# ---- prod_accum ----
Figure 1. Routing congestion (prod_accum).
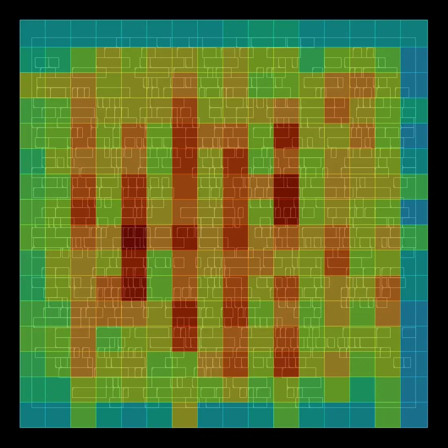

[config.mk]
export PLATFORM = sky130hd
export DESIGN_NAME = prod_accum
export DESIGN_NICKNAME = d
export VERILOG_FILES = /design/src/rtl/prod_accum.sv
export SDC_FILE = /design/constraint.sdc
export NUM_CORES = 1
export LEC_CHECK = 0
export CAP_MARGIN = 20
export CELL_PAD_IN_SITES_DETAIL_PLACEMENT = 0
export CELL_PAD_IN_SITES_GLOBAL_PLACEMENT = 1
export CORE_MARGIN = 3
export CORE_UTILIZATION = 45
export DETAILED_ROUTE_END_ITERATION = 10
export PLACE_DENSITY = 0.91
export REMOVE_ABC_BUFFERS = 1
export SETUP_SLACK_MARGIN = 0.4
export SYNTH_ARGS = -nofsm -noshare
export SYNTH_HDL_FRONTEND = slang
export SYNTH_SLANG_ARGS = --single-unit
[constraint.sdc]
create_clock -name clk -period 7.7 [get_ports clk]
set_clock_uncertainty 0.1 [all_clocks]
set_input_delay 1.925 -clock clk [delete_from_list [all_inputs] [get_ports clk]]
set_output_delay 1.925 -clock clk [all_outputs]
set_load 0.02 [all_outputs]
[src/rtl/prod_accum.sv]
// rtl/prod_accum.sv - frame accumulator for signed 28-bit multiplier products
// Sums LEN products with saturation and holds the result until the consumer takes it.
module prod_accum #(
    parameter int LEN   = 8,
    parameter int ACC_W = 30
) (
    input  logic             clk,
    input  logic             rst_n,
    input  logic [27:0]      prod,
    input  logic             prod_valid,
    output logic             prod_ready,
    input  logic             clear,
    output logic [ACC_W-1:0] sum,
    output logic             sum_valid,
    input  logic             sum_ready,
    output logic             sat,
    output logic [4:0]       cnt
);

    typedef enum logic [1:0] {
        IDLE  = 2'd0,
        ACCUM = 2'd1,
        HOLD  = 2'd2
    } state_t;

    localparam logic [4:0] LEN_M1 = 5'(LEN - 1);
    localparam logic [ACC_W-1:0] ACC_MAX = {1'b0, {(ACC_W-1){1'b1}}};
    localparam logic [ACC_W-1:0] ACC_MIN = {1'b1, {(ACC_W-1){1'b0}}};

    state_t           r_state;
    state_t           w_state_next;
    logic [ACC_W-1:0] r_acc;
    logic [ACC_W-1:0] r_sum;
    logic             r_sum_valid;
    logic             r_prod_ready;
    logic             r_sat;
    logic [4:0]       r_cnt;

    logic             w_prod_hs;
    logic             w_sum_hs;
    logic             w_first;
    logic             w_last;
    logic [ACC_W-1:0] w_prod_ext;
    logic [ACC_W:0]   w_wide;
    logic             w_pos_ovf;
    logic             w_neg_ovf;
    logic [ACC_W-1:0] w_acc_clamped;
    logic [ACC_W-1:0] w_acc_load;

    assign w_prod_hs = prod_valid && r_prod_ready;
    assign w_sum_hs  = r_sum_valid && sum_ready;
    assign w_first   = (r_state == IDLE);
    assign w_last    = w_prod_hs && (w_first ? (LEN == 1) : (r_cnt == LEN_M1));

    // One extra bit of headroom: the top two bits disagree exactly when the add overflowed.
    assign w_prod_ext = ACC_W'($signed(prod));
    assign w_wide     = (ACC_W+1)'($signed(r_acc)) + (ACC_W+1)'($signed(prod));
    assign w_pos_ovf  = !w_wide[ACC_W] &&  w_wide[ACC_W-1];
    assign w_neg_ovf  =  w_wide[ACC_W] && !w_wide[ACC_W-1];

    always_comb begin
        w_acc_clamped = w_wide[ACC_W-1:0];
        if (w_pos_ovf) begin
            w_acc_clamped = ACC_MAX;
        end else if (w_neg_ovf) begin
            w_acc_clamped = ACC_MIN;
        end
    end

    assign w_acc_load = w_first ? w_prod_ext : w_acc_clamped;

    always_comb begin
        w_state_next = r_state;
        case (r_state)
            IDLE: begin
                if (w_prod_hs) begin
                    w_state_next = w_last ? HOLD : ACCUM;
                end
            end
            ACCUM: begin
                if (w_last) begin
                    w_state_next = HOLD;
                end
            end
            HOLD: begin
                if (w_sum_hs) begin
                    w_state_next = IDLE;
                end
            end
            default: w_state_next = IDLE;
        endcase
        if (clear) begin
            w_state_next = IDLE;
        end
    end

    always_ff @(posedge clk or negedge rst_n) begin
        if (!rst_n) begin
            r_state      <= IDLE;
            r_acc        <= '0;
            r_sum        <= '0;
            r_sum_valid  <= 1'b0;
            r_prod_ready <= 1'b0;
            r_sat        <= 1'b0;
            r_cnt        <= 5'd0;
        end else begin
            r_state      <= w_state_next;
            r_prod_ready <= (w_state_next != HOLD);
            if (clear) begin
                r_acc       <= '0;
                r_sum_valid <= 1'b0;
                r_sat       <= 1'b0;
                r_cnt       <= 5'd0;
            end else begin
                if (w_prod_hs) begin
                    r_acc <= w_acc_load;
                    if (w_first) begin
                        r_cnt <= 5'd1;
                        r_sat <= 1'b0;
                    end else begin
                        r_cnt <= r_cnt + 5'd1;
                        if (w_pos_ovf || w_neg_ovf) begin
                            r_sat <= 1'b1;
                        end
                    end
                end
                if (w_last) begin
                    r_sum       <= w_acc_load;
                    r_sum_valid <= 1'b1;
                end
                // cnt stays at LEN while the sum is held, then drops back for the next frame.
                if (w_sum_hs) begin
                    r_sum_valid <= 1'b0;
                    r_cnt       <= 5'd0;
                end
            end
        end
    end

    assign prod_ready = r_prod_ready;
    assign sum        = r_sum;
    assign sum_valid  = r_sum_valid;
    assign sat        = r_sat;
    assign cnt        = r_cnt;

endmodule

# ---- fetch_sequencer ----
File: config.mk
export PLATFORM = sky130hd
export DESIGN_NAME = fetch_sequencer
export DESIGN_NICKNAME = d
export VERILOG_FILES = /design/src/rtl/fetch_sequencer.sv
export SDC_FILE = /design/constraint.sdc
export NUM_CORES = 1
export LEC_CHECK = 0
export ABC_AREA = 1
export CAP_MARGIN = 20
export CORE_UTILIZATION = 40
export CTS_BUF_LIST = sky130_fd_sc_hd__clkbuf_2 sky130_fd_sc_hd__clkbuf_4 sky130_fd_sc_hd__clkbuf_8
export DETAILED_ROUTE_END_ITERATION = 6
export MAX_ROUTING_LAYER = met4
export PLACE_DENSITY = 0.7
export SYNTH_ARGS = -nofsm -noshare
export SYNTH_HDL_FRONTEND = slang
export SYNTH_SLANG_ARGS = --single-unit
File: constraint.sdc
create_clock -name clk_i -period 2.8 [get_ports clk_i]
set_clock_uncertainty 0.15 [all_clocks]
set_input_delay 0.56 -clock clk_i [delete_from_list [all_inputs] [get_ports clk_i]]
set_output_delay 0.56 -clock clk_i [all_outputs]
set_load 0.01 [all_outputs]
File: src/rtl/fetch_sequencer.sv
// fetch_sequencer: PC / IF-ID controller for the pipelined CPU.
// Each cycle it decides whether the PC advances and which value it loads.
// The choices are sequential, branch target, jump target, or hold.
// It also arbitrates load-use stalls and branch/jump redirects.
// It handles a variable-latency instruction-memory handshake.
// Outputs are purely combinational from the registered state and the inputs.
module fetch_sequencer #(
  parameter logic [31:0] RESET_VECTOR = 32'h0000_0000,
  parameter int          CNT_W        = 16,
  parameter int          MAX_WAIT     = 255
) (
  input  logic             clk_i,
  input  logic             rst_i,
  input  logic             start_i,
  input  logic [31:0]      pc_i,
  input  logic             load_use_i,
  input  logic             branch_taken_i,
  input  logic [31:0]      branch_target_i,
  input  logic             jump_i,
  input  logic [31:0]      jump_target_i,
  output logic             imem_req_o,
  input  logic             imem_ack_i,
  output logic [31:0]      pc_next_o,
  output logic             pc_write_o,
  output logic             ifid_write_o,
  output logic             ifid_flush_o,
  output logic             idex_bubble_o,
  output logic             err_o,
  output logic [1:0]       state_o,
  output logic [CNT_W-1:0] stall_cnt_o
);

  localparam logic [1:0] S_IDLE  = 2'd0;
  localparam logic [1:0] S_FETCH = 2'd1;
  localparam logic [1:0] S_WAIT  = 2'd2;
  localparam logic [1:0] S_ERROR = 2'd3;

  localparam int WAIT_W = (MAX_WAIT < 2) ? 1 : $clog2(MAX_WAIT + 1);

  logic [1:0]        r_state;
  logic              r_pendValid;
  logic [31:0]       r_pendTarget;
  logic [WAIT_W-1:0] r_waitCnt;
  logic [CNT_W-1:0]  r_stallCnt;
  logic              r_err;

  logic              w_redir;
  logic [31:0]       w_target;
  logic [1:0]        w_nextState;
  logic              w_pendLatch;
  logic              w_pendApply;
  logic              w_waitClr;
  logic              w_waitIncEn;
  logic [WAIT_W-1:0] w_waitInc;
  logic              w_stallCycle;

  // A redirect counts only when the branch/jump in ID is not itself stalled by a load-use hazard; jump wins over branch.
  always_comb begin
    w_redir   = (jump_i | branch_taken_i) & ~load_use_i;
    w_target  = jump_i ? jump_target_i : branch_target_i;
    w_waitInc = r_waitCnt + WAIT_W'(1);
  end

  // Per-state output decode and next-state selection.
  always_comb begin
    imem_req_o    = 1'b0;
    pc_next_o     = pc_i;
    pc_write_o    = 1'b0;
    ifid_write_o  = 1'b0;
    ifid_flush_o  = 1'b0;
    idex_bubble_o = 1'b0;
    w_nextState   = r_state;
    w_pendLatch   = 1'b0;
    w_pendApply   = 1'b0;
    w_waitClr     = 1'b0;
    w_waitIncEn   = 1'b0;
    case (r_state)
      S_IDLE: begin
        pc_next_o = RESET_VECTOR;
        if (start_i) begin
          w_nextState = S_FETCH;
        end
      end
      S_FETCH, S_WAIT: begin
        imem_req_o = 1'b1;
        if (imem_ack_i) begin
          if (r_pendValid || w_redir) begin
            pc_next_o    = r_pendValid ? r_pendTarget : w_target;
            pc_write_o   = 1'b1;
            ifid_write_o = 1'b1;
            ifid_flush_o = 1'b1;
            w_pendApply  = 1'b1;
          end else if (load_use_i) begin
            idex_bubble_o = 1'b1;
          end else begin
            pc_next_o    = pc_i + 32'd4;
            pc_write_o   = 1'b1;
            ifid_write_o = 1'b1;
          end
          if (r_state == S_WAIT) begin
            w_nextState = S_FETCH;
            w_waitClr   = 1'b1;
          end
        end else begin
          if (load_use_i) begin
            idex_bubble_o = 1'b1;
          end else begin
            ifid_write_o = 1'b1;
            ifid_flush_o = 1'b1;
          end
          w_pendLatch = w_redir;
          if (r_state == S_FETCH) begin
            w_nextState = S_WAIT;
          end else begin
            w_waitIncEn = 1'b1;
            if (w_waitInc == WAIT_W'(MAX_WAIT)) begin
              w_nextState = S_ERROR;
            end
          end
        end
      end
      default: begin
        ifid_flush_o = 1'b1;
      end
    endcase
  end

  // A stall cycle is any active fetch cycle in which the PC is held.
  always_comb begin
    w_stallCycle = ((r_state == S_FETCH) || (r_state == S_WAIT)) && !pc_write_o;
  end

  // State, pending redirect, wait timer, stall counter and sticky error register.
  always_ff @(posedge clk_i) begin
    if (rst_i) begin
      r_state      <= S_IDLE;
      r_pendValid  <= 1'b0;
      r_pendTarget <= 32'd0;
      r_waitCnt    <= '0;
      r_stallCnt   <= '0;
      r_err        <= 1'b0;
    end else begin
      r_state <= w_nextState;
      if (w_pendApply) begin
        r_pendValid <= 1'b0;
      end else if (w_pendLatch) begin
        r_pendValid  <= 1'b1;
        r_pendTarget <= w_target;
      end
      if (w_waitClr) begin
        r_waitCnt <= '0;
      end else if (w_waitIncEn) begin
        r_waitCnt <= w_waitInc;
      end
      if (w_stallCycle && (r_stallCnt != {CNT_W{1'b1}})) begin
        r_stallCnt <= r_stallCnt + CNT_W'(1);
      end
      if (w_nextState == S_ERROR) begin
        r_err <= 1'b1;
      end
    end
  end

  // Registered status straight to the ports.
  always_comb begin
    err_o       = r_err;
    state_o     = r_state;
    stall_cnt_o = r_stallCnt;
  end

endmodule

# ---- ycbcr422_packer ----
===== src/rtl/ycbcr422_packer.sv =====
// Packs a 4:4:4 Y/Cb/Cr pixel stream into 4:2:2 YUYV words {Cr, Y1, Cb, Y0}.
// It also tracks the word index within each line and keeps a sticky line-framing error flag.
module ycbcr422_packer #(
  parameter bit         AVG    = 1'b1,
  parameter int         WCNT_W = 11,
  parameter logic [7:0] PAD_Y  = 8'h10
) (
  input  logic              clk,
  input  logic              rst,
  input  logic              in_valid,
  input  logic              in_sof,
  input  logic              in_sol,
  input  logic              in_eol,
  input  logic [7:0]        Y,
  input  logic [7:0]        Cb,
  input  logic [7:0]        Cr,
  output logic              out_valid,
  output logic [31:0]       out_data,
  output logic              out_sof,
  output logic              out_sol,
  output logic              out_eol,
  output logic [WCNT_W-1:0] out_wcnt,
  output logic              out_err
);

  typedef enum logic {EVEN, ODD} phase_t;

  phase_t              phase;
  logic [7:0]          y0, cb0, cr0;
  logic                sof0, sol0;
  logic [WCNT_W-1:0]   wcnt;
  logic                err_set;

  logic [7:0]          cb_pair, cr_pair;
  logic                even_px;
  logic [WCNT_W-1:0]   pad_idx;

  function automatic logic [7:0] avg8(input logic [7:0] a, input logic [7:0] b);
    return 8'(({1'b0, a} + {1'b0, b} + 9'd1) >> 1);
  endfunction

  // A new line arriving while a pixel is held restarts pairing from that pixel.
  always_comb begin
    cb_pair = AVG ? avg8(cb0, Cb) : cb0;
    cr_pair = AVG ? avg8(cr0, Cr) : cr0;
    even_px = (phase == EVEN) || in_sol;
    pad_idx = in_sol ? '0 : wcnt;
  end

  // Framing errors are recorded into err_set first, so out_err rises the cycle after
  // the word that revealed the problem; that word itself still reports the old status.
  always_ff @(posedge clk) begin
    if (rst) begin
      phase     <= EVEN;
      y0        <= '0;
      cb0       <= '0;
      cr0       <= '0;
      sof0      <= 1'b0;
      sol0      <= 1'b0;
      wcnt      <= '0;
      err_set   <= 1'b0;
      out_valid <= 1'b0;
      out_data  <= '0;
      out_sof   <= 1'b0;
      out_sol   <= 1'b0;
      out_eol   <= 1'b0;
      out_wcnt  <= '0;
      out_err   <= 1'b0;
    end else begin
      out_valid <= 1'b0;
      out_err   <= out_err | err_set;
      err_set   <= 1'b0;
      if (in_valid) begin
        if ((phase == ODD) && in_sol)
          err_set <= 1'b1;
        if (even_px) begin
          if (in_eol) begin
            out_valid <= 1'b1;
            out_data  <= {Cr, PAD_Y, Cb, Y};
            out_sof   <= in_sof;
            out_sol   <= in_sol;
            out_eol   <= 1'b1;
            out_wcnt  <= pad_idx;
            wcnt      <= '0;
            phase     <= EVEN;
            if (!in_sol)
              err_set <= 1'b1;
          end else begin
            y0    <= Y;
            cb0   <= Cb;
            cr0   <= Cr;
            sof0  <= in_sof;
            sol0  <= in_sol;
            phase <= ODD;
            if (in_sol)
              wcnt <= '0;
          end
        end else begin
          out_valid <= 1'b1;
          out_data  <= {cr_pair, Y, cb_pair, y0};
          out_sof   <= sof0;
          out_sol   <= sol0;
          out_eol   <= in_eol;
          out_wcnt  <= wcnt;
          wcnt      <= in_eol ? '0 : wcnt + WCNT_W'(1);
          phase     <= EVEN;
        end
      end
    end
  end

endmodule


===== config.mk =====
export PLATFORM = sky130hd
export DESIGN_NAME = ycbcr422_packer
export DESIGN_NICKNAME = d
export VERILOG_FILES = /design/src/rtl/ycbcr422_packer.sv
export SDC_FILE = /design/constraint.sdc
export NUM_CORES = 1
export LEC_CHECK = 0
export CORE_MARGIN = 5
export CORE_UTILIZATION = 45
export DETAILED_ROUTE_END_ITERATION = 16
export PLACE_DENSITY = 0.71
export SETUP_SLACK_MARGIN = 0.3
export SLEW_MARGIN = 20
export SYNTH_ARGS = -nofsm -noshare
export SYNTH_HDL_FRONTEND = slang
export SYNTH_SLANG_ARGS = --single-unit

===== constraint.sdc =====
create_clock -name clk -period 5.88 [get_ports clk]
set_input_delay 1.176 -clock clk [delete_from_list [all_inputs] [get_ports clk]]
set_output_delay 1.176 -clock clk [all_outputs]
set_load 0.01 [all_outputs]

# ---- rfalu_mem_pipe ----
**src/rtl/rfalu_pkg.sv**
```systemverilog
// rtl/rfalu_pkg.sv - ALU opcodes and retire FSM states shared by the datapath
package rfalu_pkg;

  localparam logic [3:0] OP_AND = 4'b0000;
  localparam logic [3:0] OP_OR  = 4'b0001;
  localparam logic [3:0] OP_ADD = 4'b0010;
  localparam logic [3:0] OP_SGE = 4'b0101;
  localparam logic [3:0] OP_SUB = 4'b0110;
  localparam logic [3:0] OP_SLT = 4'b0111;
  localparam logic [3:0] OP_NOR = 4'b1100;

  typedef enum logic [1:0] {
    RUN = 2'd0,
    REQ = 2'd1,
    RSP = 2'd2
  } state_t;

endpackage

```
**src/rtl/rfalu_alu.sv**
```systemverilog
// rtl/rfalu_alu.sv - combinational ALU with zero, signed-overflow and carry flags
module rfalu_alu
  import rfalu_pkg::*;
#(
  parameter int DATA_WIDTH = 32,
  parameter int CTRL_BITS  = 4
) (
  input  logic [CTRL_BITS-1:0]  op,
  input  logic [DATA_WIDTH-1:0] a,
  input  logic [DATA_WIDTH-1:0] b,
  output logic [DATA_WIDTH-1:0] result,
  output logic                  zero,
  output logic                  over,
  output logic                  c_out
);

  localparam int MSB = DATA_WIDTH - 1;

  logic [DATA_WIDTH:0] sum;
  logic [DATA_WIDTH:0] diff;
  logic                lt;

  // Subtraction is a + ~b + 1 so the top bit is carry, i.e. NOT borrow.
  assign sum  = {1'b0, a} + {1'b0, b};
  assign diff = {1'b0, a} + {1'b0, ~b} + (DATA_WIDTH+1)'(1);
  assign lt   = $signed(a) < $signed(b);

  // Opcode decode; flags other than zero are only meaningful for ADD/SUB.
  always_comb begin
    result = '0;
    over   = 1'b0;
    c_out  = 1'b0;
    case (op)
      CTRL_BITS'(OP_AND): result = a & b;
      CTRL_BITS'(OP_OR):  result = a | b;
      CTRL_BITS'(OP_ADD): begin
        result = sum[MSB:0];
        c_out  = sum[DATA_WIDTH];
        over   = (a[MSB] == b[MSB]) && (sum[MSB] != a[MSB]);
      end
      CTRL_BITS'(OP_SUB): begin
        result = diff[MSB:0];
        c_out  = diff[DATA_WIDTH];
        over   = (a[MSB] != b[MSB]) && (diff[MSB] != a[MSB]);
      end
      CTRL_BITS'(OP_SLT): result = {{(DATA_WIDTH-1){1'b0}}, lt};
      CTRL_BITS'(OP_SGE): result = {{(DATA_WIDTH-1){1'b0}}, ~lt};
      CTRL_BITS'(OP_NOR): result = ~(a | b);
      default:            result = '0;
    endcase
    zero = (result == '0);
  end

endmodule

```
**src/rtl/rfalu_mem_pipe.sv**
```systemverilog
// rtl/rfalu_mem_pipe.sv - two-stage regfile/ALU/memory datapath; RFALU_FWD_EN enables X-stage forwarding
module rfalu_mem_pipe
  import rfalu_pkg::*;
#(
  parameter int DATA_WIDTH = 32,
  parameter int NAME_BITS  = 5,
  parameter int CTRL_BITS  = 4,
  parameter int ADDR_BITS  = 16
) (
  input  logic                  clk,
  input  logic                  rst,
  input  logic                  in_valid,
  output logic                  in_ready,
  input  logic [NAME_BITS-1:0]  rs1,
  input  logic [NAME_BITS-1:0]  rs2,
  input  logic [NAME_BITS-1:0]  ws,
  input  logic [CTRL_BITS-1:0]  op,
  input  logic                  imm_e,
  input  logic [DATA_WIDTH-1:0] imm_d,
  input  logic                  ld,
  input  logic                  st,
  output logic                  mem_req_valid,
  input  logic                  mem_req_ready,
  output logic                  mem_req_we,
  output logic [ADDR_BITS-1:0]  mem_req_addr,
  output logic [DATA_WIDTH-1:0] mem_req_wdata,
  input  logic                  mem_rsp_valid,
  input  logic [DATA_WIDTH-1:0] mem_rsp_rdata,
  output logic                  wb_valid,
  output logic [NAME_BITS-1:0]  wb_ws,
  output logic [DATA_WIDTH-1:0] wb_data,
  output logic                  zero,
  output logic                  over,
  output logic                  c_out
);

  localparam int NREGS = 2 ** NAME_BITS;

  logic [DATA_WIDTH-1:0] rf [NREGS];
  state_t                state;

  logic                  x_valid;
  logic [NAME_BITS-1:0]  x_ws;
  logic [DATA_WIDTH-1:0] x_result;
  logic [DATA_WIDTH-1:0] x_rs2;
  logic                  x_ld;
  logic                  x_st;
  logic                  x_zero;
  logic                  x_over;
  logic                  x_cout;

  logic                  x_alu;
  logic                  rs1_hit;
  logic                  rs2_hit;
  logic                  hazard;
  logic                  issue;
  logic [DATA_WIDTH-1:0] rf_rd1;
  logic [DATA_WIDTH-1:0] rf_rd2;
  logic [DATA_WIDTH-1:0] rd1;
  logic [DATA_WIDTH-1:0] rd2;
  logic [DATA_WIDTH-1:0] alu_b;
  logic [DATA_WIDTH-1:0] alu_result;
  logic                  alu_zero;
  logic                  alu_over;
  logic                  alu_cout;
  logic                  rf_we;

  // In RUN the X stage only ever holds ALU ops; mem ops leave RUN on issue.
  assign x_alu   = x_valid && !x_ld && !x_st;
  assign rs1_hit = x_alu && (x_ws != '0) && (rs1 == x_ws);
  assign rs2_hit = x_alu && (x_ws != '0) && (rs2 == x_ws);

  assign rf_rd1 = (rs1 == '0) ? '0 : rf[rs1];
  assign rf_rd2 = (rs2 == '0) ? '0 : rf[rs2];

`ifdef RFALU_FWD_EN
  assign hazard = 1'b0;
  assign rd1    = rs1_hit ? x_result : rf_rd1;
  assign rd2    = rs2_hit ? x_result : rf_rd2;
`else
  // rs2 only matters when it feeds the ALU or supplies store data.
  assign hazard = rs1_hit || (rs2_hit && (st || !imm_e));
  assign rd1    = rf_rd1;
  assign rd2    = rf_rd2;
`endif

  assign alu_b    = imm_e ? imm_d : rd2;
  assign in_ready = (state == RUN) && !hazard;
  assign issue    = in_valid && in_ready;

  rfalu_alu #(
    .DATA_WIDTH (DATA_WIDTH),
    .CTRL_BITS  (CTRL_BITS)
  ) u_alu (
    .op     (op),
    .a      (rd1),
    .b      (alu_b),
    .result (alu_result),
    .zero   (alu_zero),
    .over   (alu_over),
    .c_out  (alu_cout)
  );

  // Request fields come straight from the X register, so they hold while stalled.
  assign mem_req_valid = (state == REQ);
  assign mem_req_we    = x_st;
  assign mem_req_addr  = x_result[ADDR_BITS-1:0];
  assign mem_req_wdata = x_rs2;

  assign wb_valid = ((state == RUN) && x_alu) || ((state == RSP) && mem_rsp_valid);
  assign wb_ws    = x_ws;
  assign wb_data  = (state == RSP) ? mem_rsp_rdata : x_result;
  assign rf_we    = wb_valid && (x_ws != '0);

  // Register file: single write port fed by the retire path; r0 never written.
  always_ff @(posedge clk or negedge rst) begin
    if (!rst) begin
      for (int i = 0; i < NREGS; i++) begin
        rf[i] <= '0;
      end
    end else if (rf_we) begin
      rf[x_ws] <= wb_data;
    end
  end

  // Retire FSM, X stage and architectural flags.
  always_ff @(posedge clk or negedge rst) begin
    if (!rst) begin
      state    <= RUN;
      x_valid  <= 1'b0;
      x_ws     <= '0;
      x_result <= '0;
      x_rs2    <= '0;
      x_ld     <= 1'b0;
      x_st     <= 1'b0;
      x_zero   <= 1'b0;
      x_over   <= 1'b0;
      x_cout   <= 1'b0;
      zero     <= 1'b0;
      over     <= 1'b0;
      c_out    <= 1'b0;
    end else begin
      case (state)
        RUN: begin
          if (x_alu) begin
            zero    <= x_zero;
            over    <= x_over;
            c_out   <= x_cout;
            x_valid <= 1'b0;
          end
          if (issue) begin
            x_valid  <= 1'b1;
            x_ws     <= ws;
            x_result <= alu_result;
            x_rs2    <= rd2;
            x_ld     <= ld && !st;
            x_st     <= st;
            x_zero   <= alu_zero;
            x_over   <= alu_over;
            x_cout   <= alu_cout;
            if (ld || st) begin
              state <= REQ;
            end
          end
        end
        REQ: begin
          if (mem_req_ready) begin
            if (x_st) begin
              x_valid <= 1'b0;
              state   <= RUN;
            end else begin
              state <= RSP;
            end
          end
        end
        RSP: begin
          if (mem_rsp_valid) begin
            x_valid <= 1'b0;
            state   <= RUN;
          end
        end
        default: state <= RUN;
      endcase
    end
  end

endmodule

```
**config.mk**
```make
export PLATFORM = sky130hd
export DESIGN_NAME = rfalu_mem_pipe
export DESIGN_NICKNAME = d
export VERILOG_FILES = /design/src/rtl/rfalu_pkg.sv /design/src/rtl/rfalu_alu.sv /design/src/rtl/rfalu_mem_pipe.sv
export SDC_FILE = /design/constraint.sdc
export NUM_CORES = 2
export LEC_CHECK = 0
export ABC_AREA = 1
export CORE_MARGIN = 2
export CORE_UTILIZATION = 45
export DETAILED_ROUTE_END_ITERATION = 6
export PLACE_DENSITY_LB_ADDON = 0.08
export SYNTH_ARGS = -nofsm -noshare
export SYNTH_HDL_FRONTEND = slang
export SYNTH_SLANG_ARGS = --single-unit
```
**constraint.sdc**
```tcl
create_clock -name clk -period 3.75 [get_ports clk]
set_input_delay 0.375 -clock clk [delete_from_list [all_inputs] [get_ports clk]]
set_output_delay 0.375 -clock clk [all_outputs]
set_load 0.1 [all_outputs]
```
# ---- gray_counter ----
### src/rtl/gray_counter.sv
// gray_counter
//   Synchronous Gray-code up/down counter with a Gray-coded parallel load.
//   The binary count is the only true state. The Gray output is stored in its
//   own register, but it is computed from the same next value in the same
//   edge, so grayOut and binOut always describe the same count.
//
// Parameters
//   WIDTH  counter width in bits (must be 2 or more)
//   WRAP   1 = wrap modulo 2^WIDTH at the limits, 0 = saturate at the limits
//
// Ports
//   clk       rising-edge clock; all state updates happen here
//   reset     synchronous, active-high; clears every output
//   en        count enable; one step per enabled cycle
//   up        direction (1 = increment, 0 = decrement); used only when en = 1
//   load      load request; takes priority over counting
//   loadGray  Gray-coded load value, sampled when load = 1
//   grayOut   registered Gray code of the count
//   binOut    registered binary count
//   tc        registered terminal-count pulse (a step pushed past a limit)

module gray_counter #(
  parameter int WIDTH = 4,
  parameter bit WRAP  = 1'b1
) (
  input  logic             clk,
  input  logic             reset,
  input  logic             en,
  input  logic             up,
  input  logic             load,
  input  logic [WIDTH-1:0] loadGray,
  output logic [WIDTH-1:0] grayOut,
  output logic [WIDTH-1:0] binOut,
  output logic             tc
);

  localparam logic [WIDTH-1:0] CNT_MAX = '1;
  localparam logic [WIDTH-1:0] CNT_MIN = '0;
  localparam logic [WIDTH-1:0] CNT_ONE = WIDTH'(1);

  logic [WIDTH-1:0] cnt_q, cnt_d;
  logic [WIDTH-1:0] gray_q, gray_d;
  logic             tc_q, tc_d;

  logic [WIDTH-1:0] load_bin;
  logic             at_max;
  logic             at_min;

  // Gray to binary: each binary bit is the XOR of its own Gray bit and every
  // Gray bit above it. Writing it as a reduction over a shifted copy keeps the
  // logic free of a bit-to-bit dependency chain inside a single vector.
  always_comb begin
    load_bin = '0;
    for (int i = 0; i < WIDTH; i++) begin
      load_bin[i] = ^(loadGray >> i);
    end
  end

  assign at_max = (cnt_q == CNT_MAX);
  assign at_min = (cnt_q == CNT_MIN);

  always_comb begin
    cnt_d = cnt_q;
    tc_d  = 1'b0;

    if (load) begin
      cnt_d = load_bin;
    end else if (en) begin
      if (up) begin
        if (at_max) begin
          tc_d  = 1'b1;
          cnt_d = WRAP ? CNT_MIN : CNT_MAX;
        end else begin
          cnt_d = cnt_q + CNT_ONE;
        end
      end else begin
        if (at_min) begin
          tc_d  = 1'b1;
          cnt_d = WRAP ? CNT_MAX : CNT_MIN;
        end else begin
          cnt_d = cnt_q - CNT_ONE;
        end
      end
    end

    // Derived from cnt_d, not cnt_q, so both registers capture the same count.
    gray_d = cnt_d ^ (cnt_d >> 1);
  end

  always_ff @(posedge clk) begin
    if (reset) begin
      cnt_q  <= '0;
      gray_q <= '0;
      tc_q   <= 1'b0;
    end else begin
      cnt_q  <= cnt_d;
      gray_q <= gray_d;
      tc_q   <= tc_d;
    end
  end

  assign grayOut = gray_q;
  assign binOut  = cnt_q;
  assign tc      = tc_q;

endmodule

### config.mk
export PLATFORM = sky130hd
export DESIGN_NAME = gray_counter
export DESIGN_NICKNAME = d
export VERILOG_FILES = /design/src/rtl/gray_counter.sv
export SDC_FILE = /design/constraint.sdc
export NUM_CORES = 1
export LEC_CHECK = 0
export ABC_AREA = 1
export CORE_UTILIZATION = 43
export CTS_BUF_LIST = sky130_fd_sc_hd__clkbuf_4
export CTS_CLUSTER_DIAMETER = 150
export DETAILED_ROUTE_END_ITERATION = 12
export HOLD_SLACK_MARGIN = 0.05
export PLACE_DENSITY = 0.76
export SLEW_MARGIN = 20
export SYNTH_ARGS = -nofsm -noshare
export SYNTH_HDL_FRONTEND = slang
export SYNTH_SLANG_ARGS = --single-unit
### constraint.sdc
create_clock -name clk -period 1.4 [get_ports clk]
set_input_delay 0.14 -clock clk [delete_from_list [all_inputs] [get_ports clk]]
set_output_delay 0.14 -clock clk [all_outputs]
set_load 0.005 [all_outputs]

==> gallery <==
Gate-type map.
image #1
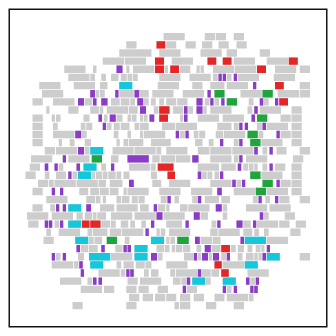
image #2
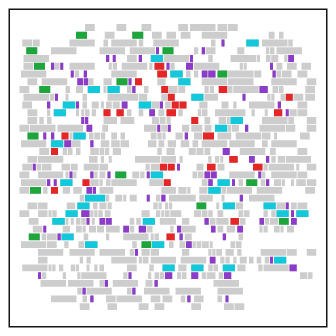
image #3
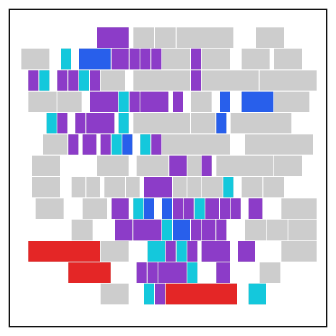
image #4
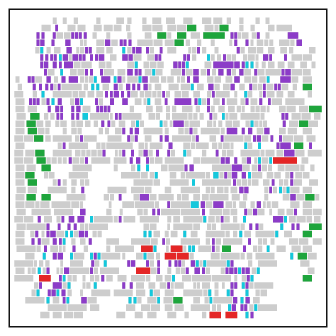
The one with the most cells is image #4.
The one with the fewest cells is image #3.
Image #2 is prod_accum.
Image #1 is ycbcr422_packer.
Image #4 is fetch_sequencer.
Image #3 is gray_counter.

Figure 2. Sequential cells colored by netlist name (fetch_sequencer).
Other sequential cells in the stronger gray, the rest of the logic in the fainter gray.
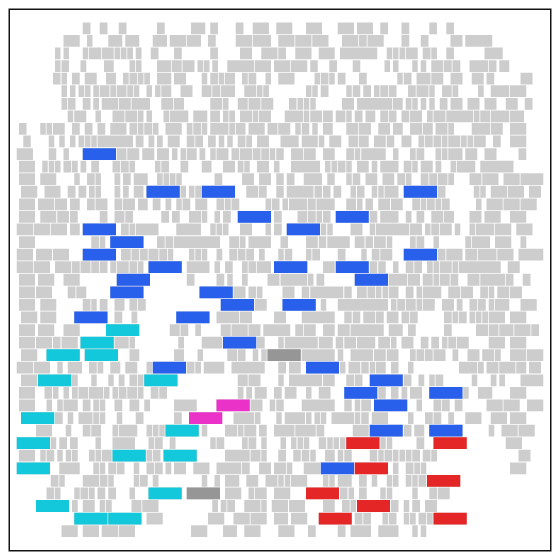
[state_o] magenta | sequential cells: 2
[stall_cnt_o] cyan | sequential cells: 16 | where: lower left
[r_pendTarget] blue | sequential cells: 32
[r_waitCnt] red | sequential cells: 8

==> reports/qor.yml, fetch_sequencer <==
status:
  run_status: "finished, final reports clean"
logic_synthesis:
  synthCells: 886
  synth_top_area_share_pct: 22.8
  synthArstFlopShare_pct: 0
  synthTopLogicFamily: "simple AND/OR/NAND/NOR gates"
  simple_gate_share_pct: 37.0
  syn_avg_cell_area_um2: 5.96
  edf_count: 0
  yosys_cells: 886
  netlist_top_cells_count: "nand2_1 (228), a21oi_1 (98), inv_1 (86)"
grt:
  grt_pass1_wl_um: 30200
  antenna_found_initial: 0
  grt-ovfl-total: 0
  globalRouteMet1Util_pct: 36.9
  grt_util_met2_pct: 47.5
  grt_usage_pct: 29.2
critical_path:
  max_stage_delay_ns: 0.40
  arrival_ns: 2.04
  r2r_start: "state_o[1]"
  cp-start-kind: "input pin"
  crit_family: "buffers and inverters"
  cp_slowest_cell: "clkdlybuf4s50_1"
sta:
  hold_viol: 0
  slew_violations: 0
  fmaxAchievable_mhz: 364
power_and_ir_drop:
  pwr_density_cell_mw_per_mm2: 382
  p_comb_share_pct: 46.5
  cellLeakagePower_uw: 0.00378
  peakVddDrop_mv: 0.303
cts:
  ctsHoldBuffers: 0
flow_run:
  warnings: 32
placement:
  port_buffers: 158
  dp_cells: 1293
min_path:
  whs_endpoint: "r_pendTarget[22]"
floorplanning:
  fp_util_pct: 41.5
  num_rows: 41
detailed_routing:
  vias: 6849
  drc: 0
  vias_per_cell: 5.15
final_layout:
  final_util_pct: 65.9
  final_nets: 1265
[fetch_sequencer: routing by layer]
layer	vias up	routed length, um	share of wire [%]
met5	-	0	0
met4	0	463	2.4
met3	39	1340	7.0
met2	268	9020	47
met1	3074	8360	44
li1	3468	-	-
[fetch_sequencer: power groups by stage]
| stage | clock network (uW) | logic (uW) | registers [uW] |
|---|---|---|---|
| CTS | 787 | 1480 | 943 |
| global route | 825 | 1630 | 952 |
| detailed placement | 0 | 1500 | 962 |
| finish | 769 | 1490 | 943 |
| floorplan | 0 | 680 | 966 |
| global placement | 0 | 1490 | 960 |
[fetch_sequencer: area by class of cell]
type	count	area, um2	area share [%]
repair buffers	300	2600	31.0
well taps	172	215	2.57
flip-flops and latches	60	1200	14.3
inverters	94	363	4.33
clock inverters	5	53.8	0.641
clock buffers	10	131	1.57
multi-input cells	688	3820	45.6
[fetch_sequencer: placed cells by master (no fill, tap or decap), types with 21 or more instances in the layout]
cell type          n
o21ai_1           21
nor2_1            65
mux2i_1           25
dfxtp_1           60
nand2_1          211
inv_1             76
buf_4            131
clkdlybuf4s50_1   94
nand3_1           47
o21ai_0           64
a21oi_1           96
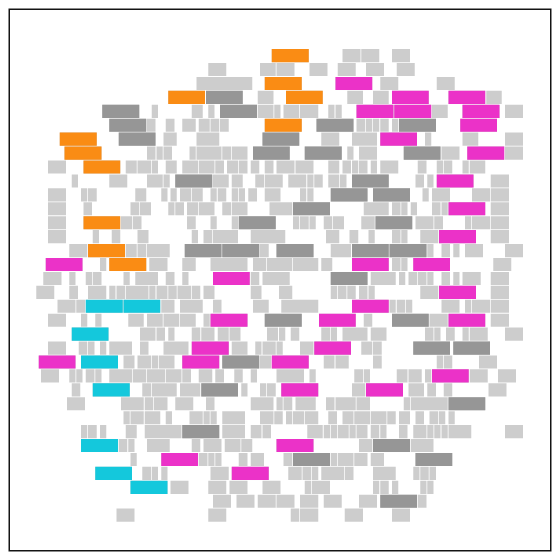
Figure 3: ycbcr422_packer, sequential cells colored by netlist name.
Other sequential cells in the stronger gray, the rest of the logic in the fainter gray.
[cb0] cyan | sequential cells: 8
[out_wcnt] orange | sequential cells: 11
[out_data] magenta | sequential cells: 32
not colored: 36

==> reports/qor.yml, ycbcr422_packer <==
logic_synthesis:
  synth_top_flop_cell: "dfxtp_1"
  syn_avg_cell_area_um2: 8.67
  synthArstFlopShare_pct: 0
  edf_count: 0
  topCellsByArea: "dfxtp_1 (42%), nand2_1 (7.8%), a21oi_1 (7.7%), ha_1 (4.6%), mux2i_1 (2.7%)"
cts:
  cts_buffers: 9
  cts_num_sinks: 87
  cts_tree: "yes"
  worstSkewPairLatency_ns: 0.35
final_layout:
  antenna_cells: 0
  lay_top_cells: "dfxtp_1 (87), nand2_1 (85), clkdlybuf4s50_1 (76)"
  final_nets: 583
  nNonClkInverters: 7
  final_cells: 649
  final_area_mm2: 0.00506
critical_path:
  cp_slowest_cell: "or2_1"
  path_cells: "clkdlybuf4s50_1, nand2b_1, nand2_2, or2_1, nand2_1, a21oi_1"
  crit_path_end_kind: "flop"
  worstSetupEndpoint: "cb0[6]"
detailed_routing:
  wl_met3_um: 516
  drc: 0
min_path:
  whs_path_depth: 2
  whs_endpoint: "out_data[3]"
sta:
  fmaxAchievable_mhz: 329
  min_period_ns: 3.04
  setup_viol: 0
  finalClockSkew_ns: 0.00857
flow_run:
  maxCapViolCount: 0
power_and_ir_drop:
  pwr_density_cell_mw_per_mm2: 252
  power.switching_uw: 361
  p_comb_uw: 203
  cellLeakagePower_uw: 0.00193
  powerSeq_uw: 630
floorplanning:
  fp_util_pct: 46.6
placement:
  port_buffers: 77
grt:
  grt_max_degree: 35
  grt_pass1_wl_um: 17200
status:
  run_status: "finished, final reports clean"
-- ycbcr422_packer: cells in the mapped netlist, types with 2 or more instances --
library cell   n
xnor2_1        3
buf_4          3
o21ai_0       12
inv_1          7
xor2_1         5
o211ai_1       6
a311oi_1       4
ha_1          15
mux2i_1       11
a22o_1        10
a22oi_1       10
clkbuf_1       9
nand4_1        6
a41oi_1        2
buf_6          6
o31a_1         2
nand2b_1      12
and4_1         2
nand2_1       85
a21o_1         2
a31oi_1        5
a211oi_1       4
o21ai_1       13
nand3_1        7
fa_1           2
buf_2         10
and3_1         4
nor2b_1        3
o21a_1         2
dfxtp_1       87
nor2_1        26
nor3_1         9
a21oi_1       63
-- ycbcr422_packer: cell families after synthesis --
family / count (synthesis) / share of synthesized area [%]
buffers and inverters: 35 / 4.88
and+or+nand+nor: 168 / 20.0
muxes: 12 / 2.96
DFF: 87 / 42.5
xor gates and xnor gates: 8 / 1.71
adders and majority gates: 17 / 5.55
AOI/OAI and AO/OA: 146 / 22.4
-- ycbcr422_packer: critical path: cells and delay by family --
kind	cells	cell delay [ns]
AND-OR/OR-AND	1	0.17
buffers and inverters	1	0.63
AND/OR/NAND/NOR	4	1.33
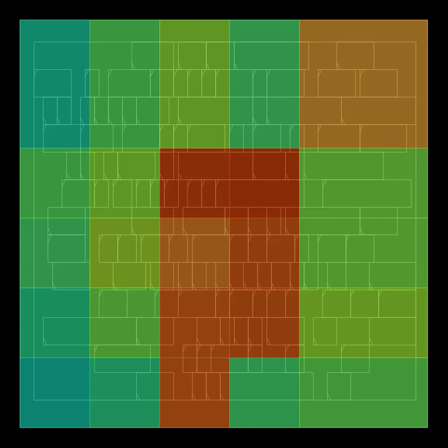
Figure 4: gray_counter, routing congestion.
fin util: 74.1%
GRT Total Usage: 23.1%
GR Util met1: 28.3%

==> reports/qor.yml, gray_counter <==
status:
  run_status: "finished with violations"
  violations: "negative setup slack"
final_layout:
  final_nets: 137
min_path:
  whs_path_depth: 2
  whs_endpoint: "binOut[1]"
critical_path:
  reg2reg_slack_ns: -0.002
  arrival_ns: 1.55
  worstSetupEndpoint: "grayOut[1]"
  crit_fanout: 3
  cp.required_ns: 1.55
logic_synthesis:
  syn_avg_cell_area_um2: 6.49
  synth_warnings: 0
  yosysUniqueCellTypes: 21
  ys_sh_xor_pct: 4.17
  yosysChipArea_um2: 629
  yosys_cells: 97
  synth_top_area_share_pct: 25.4
sta:
  setup_ws_ns: -0.00213
  min_period_ns: 1.40
  finalClockSkew_ns: 0.00530
  hold_ws_ns: 0.636
  setup_viol: 2
  slew_violations: 0
placement:
  dp_hpwl_um: 1170
  gp_congestion: 0.866
  placed_area_um2: 875
  dp_cells: 133
floorplanning:
  num_rows: 13
detailed_routing:
  ant_nets: 0
  drc: 0
  vias_per_cell: 5.18
power_and_ir_drop:
  p_comb_share_pct: 42.2
  p_clk_share_pct: 25.4
  peakVddDrop_mv: 0.335
grt:
  grt_max_degree: 11
  grt-ovfl-total: 0
cts:
  cts_buffers: 3
-- gray_counter: cell usage after synthesis, drive strengths merged --
cell type,n
nor2,8
xnor2,1
inv,17
ha,3
nand4,1
a21oi,6
nand2,33
xor2,2
o2111a,1
dfxtp,8
nand3,12
o21ai,2
buf,3
-- gray_counter: final cells by class --
cell class	instances	area, um2
timing repair buffer	26	262
tap	15	18.8
clock buffer	4	30.0
multi-input combinational	69	440
fill	103	345
sequential	8	169
inverter	17	68.8
-- gray_counter: per-layer routing --
metal / global-route usage, % / vias to the layer above
met1: 28.3 / 327
met3: 5.00 / 4
met2: 40.7 / 33
met4: 5.00 / 0
li1: - / 356
met5: 0 / -
-- gray_counter: worst max-delay path: stages (launching register included) --
cell	delay, ns
dfxtp_4	0.37
inv_4	0.04
ha_4	0.22
xor2_1	0.15
o21ai_1	0.17
nand2_2	0.10
buf_6	0.13
nand2_1	0.06
nand2_1	0.05
-- gray_counter: what timing repair did --
item / CTS / global route
setup endpoints to repair: 5 / 8
gates resized: 9 / 12
pin swaps: 2 / 8
buffers inserted: 1 / 1
-- gray_counter: flip-flops by register name, indices dropped and copies added, names as in the netlist --
signal,count
grayOut,3
binOut,4
tc,1
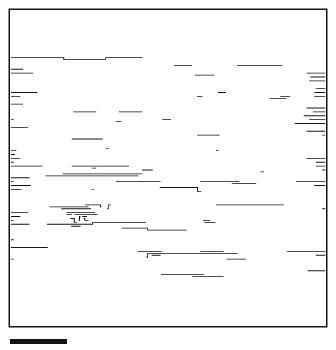
Figure 5: prod_accum, metal 3.
Scale bar: 20 um.
share of all routed wire: 5.1%
main direction: horizontal
final wirelength: 13900 um
via count: 4618

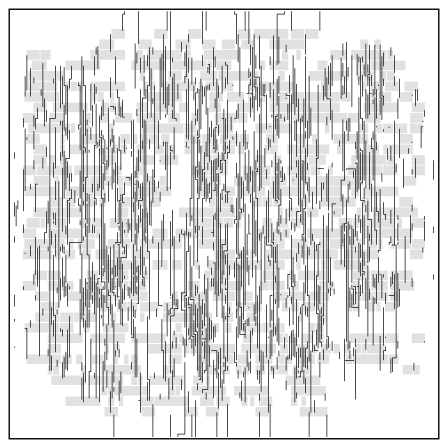
Figure 6: prod_accum, signal wires on met2.
main direction: vertical
wire length on this layer: 6740 um

About Figure 1:
GRT Total Usage: 23.4%
most used routing layer: met2
fin util: 56.9%
GR Util met1: 31.5%

==> reports/qor.yml, prod_accum <==
placement:
  dp_hpwl_um: 9730
  port_buffers: 70
  place_ws_ns: 1.37
logic_synthesis:
  netlist_top_cells_count: "dfrtp_1 (70), nand2_1 (65), nor2_1 (59)"
  ys.flops: 70
  synth_warnings: 0
  synth_top_area_share_pct: 35.4
  aoi_share_pct: 25.9
  synthTopLogicFamily: "AND-OR/OR-AND gates"
  yosysChipArea_mm2: 0.00495
  ys_sh_xor_pct: 3.71
  most_common_cell: "dfrtp_1"
  yosysUniqueCellTypes: 70
sta:
  fmaxAchievable_mhz: 165
  min_period_ns: 6.06
  tns_ns: 0
floorplanning:
  die_w_um: 111
  dieArea_mm2: 0.0123
status:
  run_status: "finished, final reports clean"
critical_path:
  crit_family: "AND-OR/OR-AND gates"
  crit_path_end_kind: "flop"
  critPathKind: "in2reg"
  max_stage_delay_ns: 0.70
  cp_slowest_cell: "nor2_1"
power_and_ir_drop:
  power_frac_seq_pct: 36.3
  p_comb_share_pct: 32.7
  power.switching_uw: 375
  powerSeq_uw: 394
final_layout:
  antenna_cells: 0
flow_run:
  maxCapViolCount: 0
detailed_routing:
  firstDrtPassIters: 5
  drt_iter0_markers: 288
  drc: 0
cts:
  cts_buffer_depth: 2
  cts_resized: 0
  worstSkewPairLatency_ns: 0.35
  cts_tree: "yes"
grt:
  grt_max_degree: 71
## prod_accum: per-stage QoR
step | hold WS, ns | instances
3_5_place_dp | 0.370 | 765
3_3_place_gp | 0.362 | 765
5_1_grt | 0.412 | 781
2_1_floorplan | 0.360 | 552
4_1_cts | 0.389 | 781
6_report | 0.385 | 781
## prod_accum: layer usage
layer  global-route usage (%)  wire [um]
met5                        0          0
met4                     5.75        144
met1                     31.5       6280
met3                     3.82        714
met2                     39.4       6740
## prod_accum: cell type report
| type | instances | share of cell area, % |
|---|---|---|
| tap | 136 | 2.84 |
| inverter | 13 | 0.815 |
| clock buffer | 10 | 2.13 |
| timing repair buffer | 77 | 12.5 |
| multi-input combinational | 469 | 50.9 |
| sequential | 70 | 29.3 |
| clock inverter | 6 | 1.57 |
## prod_accum: final timing paths
path	startpoint	to	slack (ns)	depth (start not counted)
worst min-delay path	sum[23]	sum[23]	0.38	2
worst max register to register	r_acc[3]	sum[12]	3.27	15
worst min register to register	sum[23]	sum[23]	0.38	2
min in group asynchronous	rst_n	r_acc[26]	1.65	2
max in group asynchronous	rst_n	sum[19]	5.21	2
worst max-delay path	prod[3]	sum[12]	1.64	16
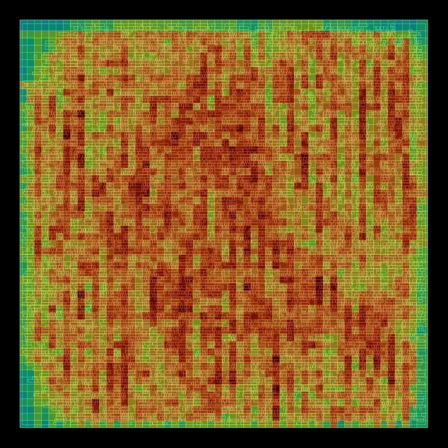
Figure 7: rfalu_mem_pipe, routing congestion.
Routed WL per cell: 26.8 um
met3 Track Usage GR: 10.4%
fin util: 60.5%
GRT Total Usage: 41.6%

==> reports/qor.yml, rfalu_mem_pipe <==
sta:
  rsz0062_at_grt: "yes"
  setup_ws_ns: -0.0377
  setup_viol: 1
  fin_crit_sh_pct: 101
final_layout:
  final_cells: 12058
  comb_cells: 6113
  layout.cells.most_common: "o21ai_0"
  nFillCells: 13546
  antenna_cells: 1
detailed_routing:
  vias_per_cell: 5.96
cts:
  h-tree-depth: 4
logic_synthesis:
  aoi_share_pct: 22.9
  synth_nets: 9139
  ys.flops: 1104
critical_path:
  crit_buf_inv: 8
status:
  violations: "negative setup slack"
  run_status: "finished with violations"
floorplanning:
  die_w_um: 390
[rfalu_mem_pipe: layer usage]
layer / global-route usage, % / up-vias / part of all wire, % / wire, um
li1: - / 32153 / - / -
met1: 56.6 / 34708 / 40 / 130000
met2: 61.6 / 4101 / 42 / 137000
met3: 10.4 / 898 / 11 / 36500
met4: 20.7 / 14 / 6.1 / 19700
met5: 0 / - / 0.031 / 100
[rfalu_mem_pipe: path summary, 6_finish.rpt]
path | slack (ns) | startpoint | endpoint | cells after the start
max | -0.04 | rf[210] | x_zero | 28
min | 0.12 | rst | rf[581] | 2
max reg2reg | -0.04 | rf[210] | x_zero | 28
min reg2reg | 0.40 | rf[1022] | rf[1022] | 0
max in group asynchronous | 2.32 | rst | rf[842] | 4
min in group clk | 0.19 | ws[1] | wb_ws[1] | 3
[rfalu_mem_pipe: sequential cells by signal, summed over array words and instances (netlist names), 2 cells and up]
name / count
mem_req_wdata: 32
state: 2
x_result: 32
wb_ws: 5
rf: 1024
[rfalu_mem_pipe: power breakdown]
group,internal (uW),leakage (uW),total [uW],switching [uW]
sequential,16200,0.0128,18500,2380
combinational,10300,0.0281,28900,18600
clock,7680,0.00217,13400,5740

# ---- last_stage_seq ----
Figure 8. Metal 3 (last_stage_seq).
Scale bar: 20 um.
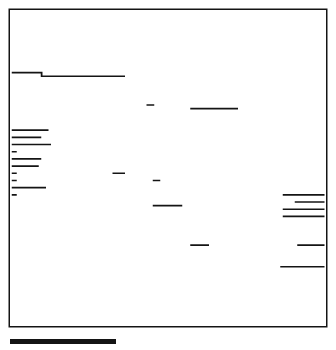
Figure 9. Signal wires on met2 (last_stage_seq).
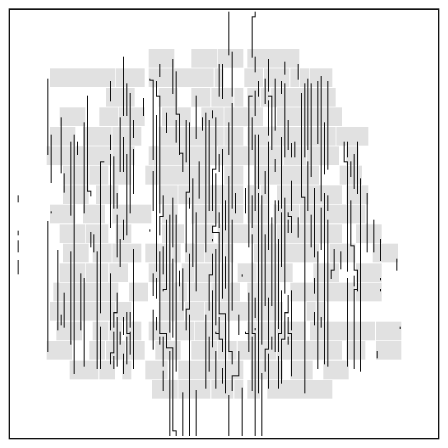
Figure 10. Routing congestion (last_stage_seq).
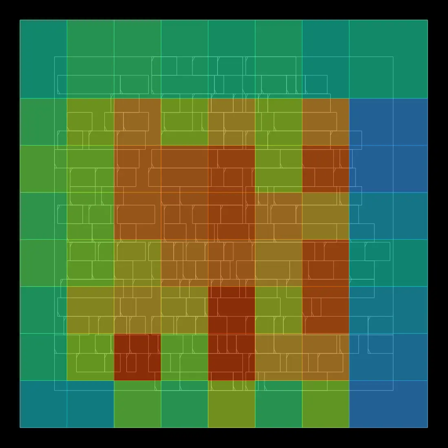
### config.mk
export PLATFORM = sky130hd
export DESIGN_NAME = last_stage_seq
export DESIGN_NICKNAME = d
export VERILOG_FILES = /design/src/rtl/last_stage_seq.sv
export SDC_FILE = /design/constraint.sdc
export NUM_CORES = 1
export LEC_CHECK = 0
export CORE_MARGIN = 5
export CORE_UTILIZATION = 49
export DETAILED_ROUTE_END_ITERATION = 10
export GPL_TIMING_DRIVEN = 1
export PLACE_DENSITY = 0.78
export SLEW_MARGIN = 20
export SYNTH_ARGS = -nofsm -noshare
export SYNTH_HDL_FRONTEND = slang
export SYNTH_SLANG_ARGS = --single-unit
### constraint.sdc
create_clock -name clk -period 2 [get_ports clk]
set_clock_uncertainty 0.05 [all_clocks]
set_input_delay 0.5 -clock clk [delete_from_list [all_inputs] [get_ports clk]]
set_output_delay 0.5 -clock clk [all_outputs]
set_load 0.005 [all_outputs]
### src/rtl/last_stage_seq.sv
// Purpose : sequential last stage of the modulo (2^N-1) adder/subtractor. Checks
//           every dual-rail pair of a[N-1:0] / b[N:1], then resolves A + 2*B
//           bit-serially (LSB first) with end-around carry into a binary residue.
// Latency : the accept edge plus N+1 further edges to out_valid (N+2 edges, 6 for
//           N=4). An illegal rail code gives out_valid on the edge after accept.
//           One result every N+3 cycles while out_ready is held high.
// Backpressure: in_ready is high only in IDLE. z/err/out_valid hold in DONE until
//           out_ready. in_valid is ignored outside IDLE. Inputs are captured on the
//           accept edge and need not be held after it.
// Ports   : clk, rst_n (async active-low); in_valid/in_ready with rails a_t/a_f
//           (a[N-1:0]) and b_t/b_f (b[N:1], bit k = b_(k+1)); out_valid/out_ready
//           with z (residue) and err (illegal rail code); busy (ADD or FIX).
// Option  : define LAST_STAGE_NEG_ZERO_NORM_EN to map the all-ones residue
//           (negative zero) to 0 in FIX.
module last_stage_seq #(
  parameter int N = 4
) (
  input  logic         clk,
  input  logic         rst_n,
  input  logic         in_valid,
  output logic         in_ready,
  input  logic [N-1:0] a_t,
  input  logic [N-1:0] a_f,
  input  logic [N-1:0] b_t,
  input  logic [N-1:0] b_f,
  output logic         out_valid,
  input  logic         out_ready,
  output logic [N-1:0] z,
  output logic         err,
  output logic         busy
);

  localparam int CW = (N > 1) ? $clog2(N) : 1;
  localparam logic [CW-1:0] CNT_LAST = CW'(N - 1);

  localparam logic [1:0] S_IDLE = 2'd0;
  localparam logic [1:0] S_ADD  = 2'd1;
  localparam logic [1:0] S_FIX  = 2'd2;
  localparam logic [1:0] S_DONE = 2'd3;

  logic [1:0]    state_q, state_d;
  logic [N-1:0]  a_q, a_d;      // a operand, shifted right each ADD cycle
  logic [N-1:0]  b_q, b_d;      // b aligned to weight i (b_0 = 0), shifted likewise
  logic [N-1:0]  acc_q, acc_d;  // sum bits shift in at the MSB
  logic [N-1:0]  z_q, z_d;
  logic [CW-1:0] cnt_q, cnt_d;
  logic          carry_q, carry_d;
  logic          err_q, err_d;

  logic          illegal;
  logic [1:0]    bit_sum;
  logic [N-1:0]  fix_sum;
  logic [N-1:0]  fix_res;

  // A pair is legal only when its rails differ.
  assign illegal = |(a_t ~^ a_f) | |(b_t ~^ b_f);

  assign bit_sum = {1'b0, a_q[0]} + {1'b0, b_q[0]} + {1'b0, carry_q};

  // Pre-fix low part is at most 2^N-2, so adding the final carry cannot overflow.
  assign fix_sum = acc_q + {{(N-1){1'b0}}, carry_q};

`ifdef LAST_STAGE_NEG_ZERO_NORM_EN
  assign fix_res = (&fix_sum) ? '0 : fix_sum;
`else
  assign fix_res = fix_sum;
`endif

  always_comb begin
    state_d = state_q;
    a_d     = a_q;
    b_d     = b_q;
    acc_d   = acc_q;
    z_d     = z_q;
    cnt_d   = cnt_q;
    carry_d = carry_q;
    err_d   = err_q;
    case (state_q)
      S_IDLE: begin
        if (in_valid) begin
          if (illegal) begin
            state_d = S_DONE;
            err_d   = 1'b1;
            z_d     = '0;
          end else begin
            state_d = S_ADD;
            err_d   = 1'b0;
            a_d     = a_t;
            // b_t[k] has weight 2^(k+1); shifting left lines it up with a.
            b_d     = b_t << 1;
            // b_N has weight 2^N == 1 mod (2^N-1): it enters as the initial carry.
            carry_d = b_t[N-1];
            cnt_d   = '0;
            acc_d   = '0;
          end
        end
      end
      S_ADD: begin
        acc_d   = {bit_sum[0], acc_q[N-1:1]};
        carry_d = bit_sum[1];
        a_d     = a_q >> 1;
        b_d     = b_q >> 1;
        cnt_d   = cnt_q + CW'(1);
        if (cnt_q == CNT_LAST) begin
          state_d = S_FIX;
        end
      end
      S_FIX: begin
        z_d     = fix_res;
        state_d = S_DONE;
      end
      default: begin
        if (out_ready) begin
          state_d = S_IDLE;
        end
      end
    endcase
  end

  always_ff @(posedge clk or negedge rst_n) begin
    if (!rst_n) begin
      state_q <= S_IDLE;
      a_q     <= '0;
      b_q     <= '0;
      acc_q   <= '0;
      z_q     <= '0;
      cnt_q   <= '0;
      carry_q <= 1'b0;
      err_q   <= 1'b0;
    end else begin
      state_q <= state_d;
      a_q     <= a_d;
      b_q     <= b_d;
      acc_q   <= acc_d;
      z_q     <= z_d;
      cnt_q   <= cnt_d;
      carry_q <= carry_d;
      err_q   <= err_d;
    end
  end

  assign in_ready  = (state_q == S_IDLE);
  assign out_valid = (state_q == S_DONE);
  assign busy      = (state_q == S_ADD) || (state_q == S_FIX);
  assign z         = z_q;
  assign err       = err_q;

endmodule

==> reports/qor.yml <==
sta:
  fin_crit_sh_pct: 98.2
  maxSlewHeadroom_pct: 73.1
  max_slew.worst_pin.slew_ns: 0.403
status:
  run_status: "finished, final reports clean"
final_layout:
  sh_seq_area_pct: 31.7
  drive_gt1_share_pct: 26.9
  seq_cells: 22
  antenna_cells: 0
  final_area_mm2: 0.00174
  areaGrowthSynthToFinish_pct: 43.2
  final_nets: 185
  n_all_buffers: 47
power_and_ir_drop:
  cellLeakagePower_uw: 0.000818
critical_path:
  path_cells: "clkdlybuf4s50_1, xor2_1, nand4_1, buf_4, o21ai_0, a21boi_1, a32o_1"
  reg2reg_slack_ns: 0.13
  worstSetupEndpoint: "z[3]"
  cp.required_ns: 2.16
flow_run:
  warnings: 31
logic_synthesis:
  synth_top_area_share_pct: 45.3
  synth_warnings: 0
  synth_top_flop_cell: "dfrtp_1"
  netlist_top_cells_count: "dfrtp_1 (22), inv_1 (9), xor2_1 (9)"
  ys_seq_share_pct: 45.3
  syn-cell-area_mm2: 0.00121
  edf_count: 0
  most_common_cell: "dfrtp_1"
  yosysTopAreaCell: "dfrtp_1"
cts:
  worstSkewPairLatency_ns: 0.31
  clk_pin_slew_ns: 0.12
  clockRootBuffer: "clkbuf_4"
  cts_buffers: 3
grt:
  antenna_found_initial: 0
min_path:
  whs_endpoint: "err"
  hp-start: "err"
Notes on Figure 8 above:
wire length on this layer: 123 um
main direction: horizontal
nets with wire on the layer: 20
final wirelength: 3030 um
via count: 1006

Notes on Figure 9 above:
wire length on this layer: 1730 um
share of all routed wire: 57%
main direction: vertical
longest straight run: 33.3 um
GRT met2 Usage: 36.7%

Notes on Figure 10 above:
fin util: 71.5%
most used routing layer: met2
GR Util met1: 22.0%
Routed WL per cell: 16.3 um
GRT Total Usage: 19.3%

state kept, by name (all words and copies together), names as in the netlist:
signal and cells:
a_q 4, acc_q 4, b_q 4, carry_q 1
cnt_q 2, err 1, state_q 2, z 4
report_power, final:
part           total, uW  leakage (uW)  internal, uW  switching, uW
Combinational       1310      0.000520           709            605
Clock                248     0.0000210           111            137
Sequential           773      0.000277           646            127
Total               2340      0.000818          1470            869
through the flow:
| step | worst slack [ns] | hold slack [ns] |
|---|---|---|
| global placement | -0.413 | 0.411 |
| floorplan | 0.219 | 0.154 |
| global route | -0.0186 | 0.463 |
| detailed placement | -0.474 | 0.415 |
| CTS | -0.0721 | 0.443 |
| finish | 0.0361 | 0.441 |
tightest hold or removal path, stage by stage, from the launching register on:
cell and delay (ns):
dfrtp_1 0.37, nand2_1 0.05, nand2_1 0.05
per-layer routing:
| layer | GRT usage [%] | wire length (um) | share of wire (%) |
|---|---|---|---|
| met5 | 0 | 0 | 0 |
| met4 | 5.06 | 37 | 1.2 |
| met3 | 3.02 | 122 | 4.0 |
| met2 | 36.7 | 1730 | 57 |
| met1 | 22.0 | 1140 | 38 |


==> screenshots <==
Signal wires on met2.
picture 1
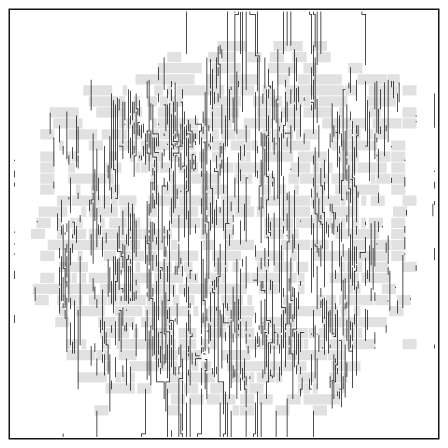
picture 2
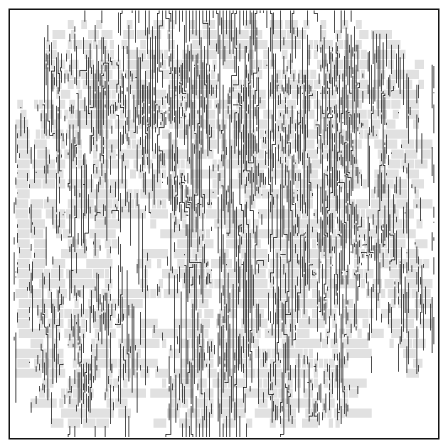
picture 3
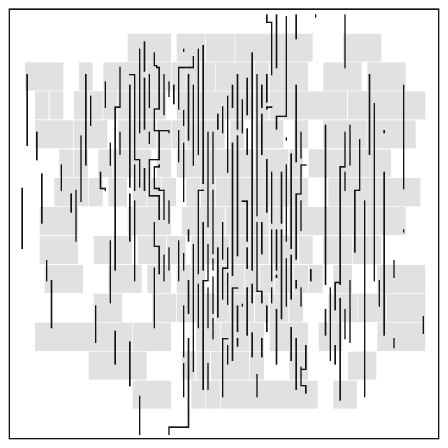
picture 4
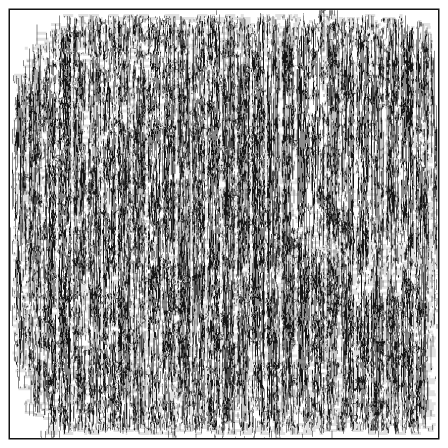
fetch_sequencer is picture 2.
gray_counter is picture 3.
rfalu_mem_pipe is picture 4.
ycbcr422_packer is picture 1.

Key to picture 4:
nets with wire on the layer: 8095
longest straight run: 121 um
main direction: vertical
wire length on this layer: 137 mm

Power is estimated from default activity; no workload was simulated.
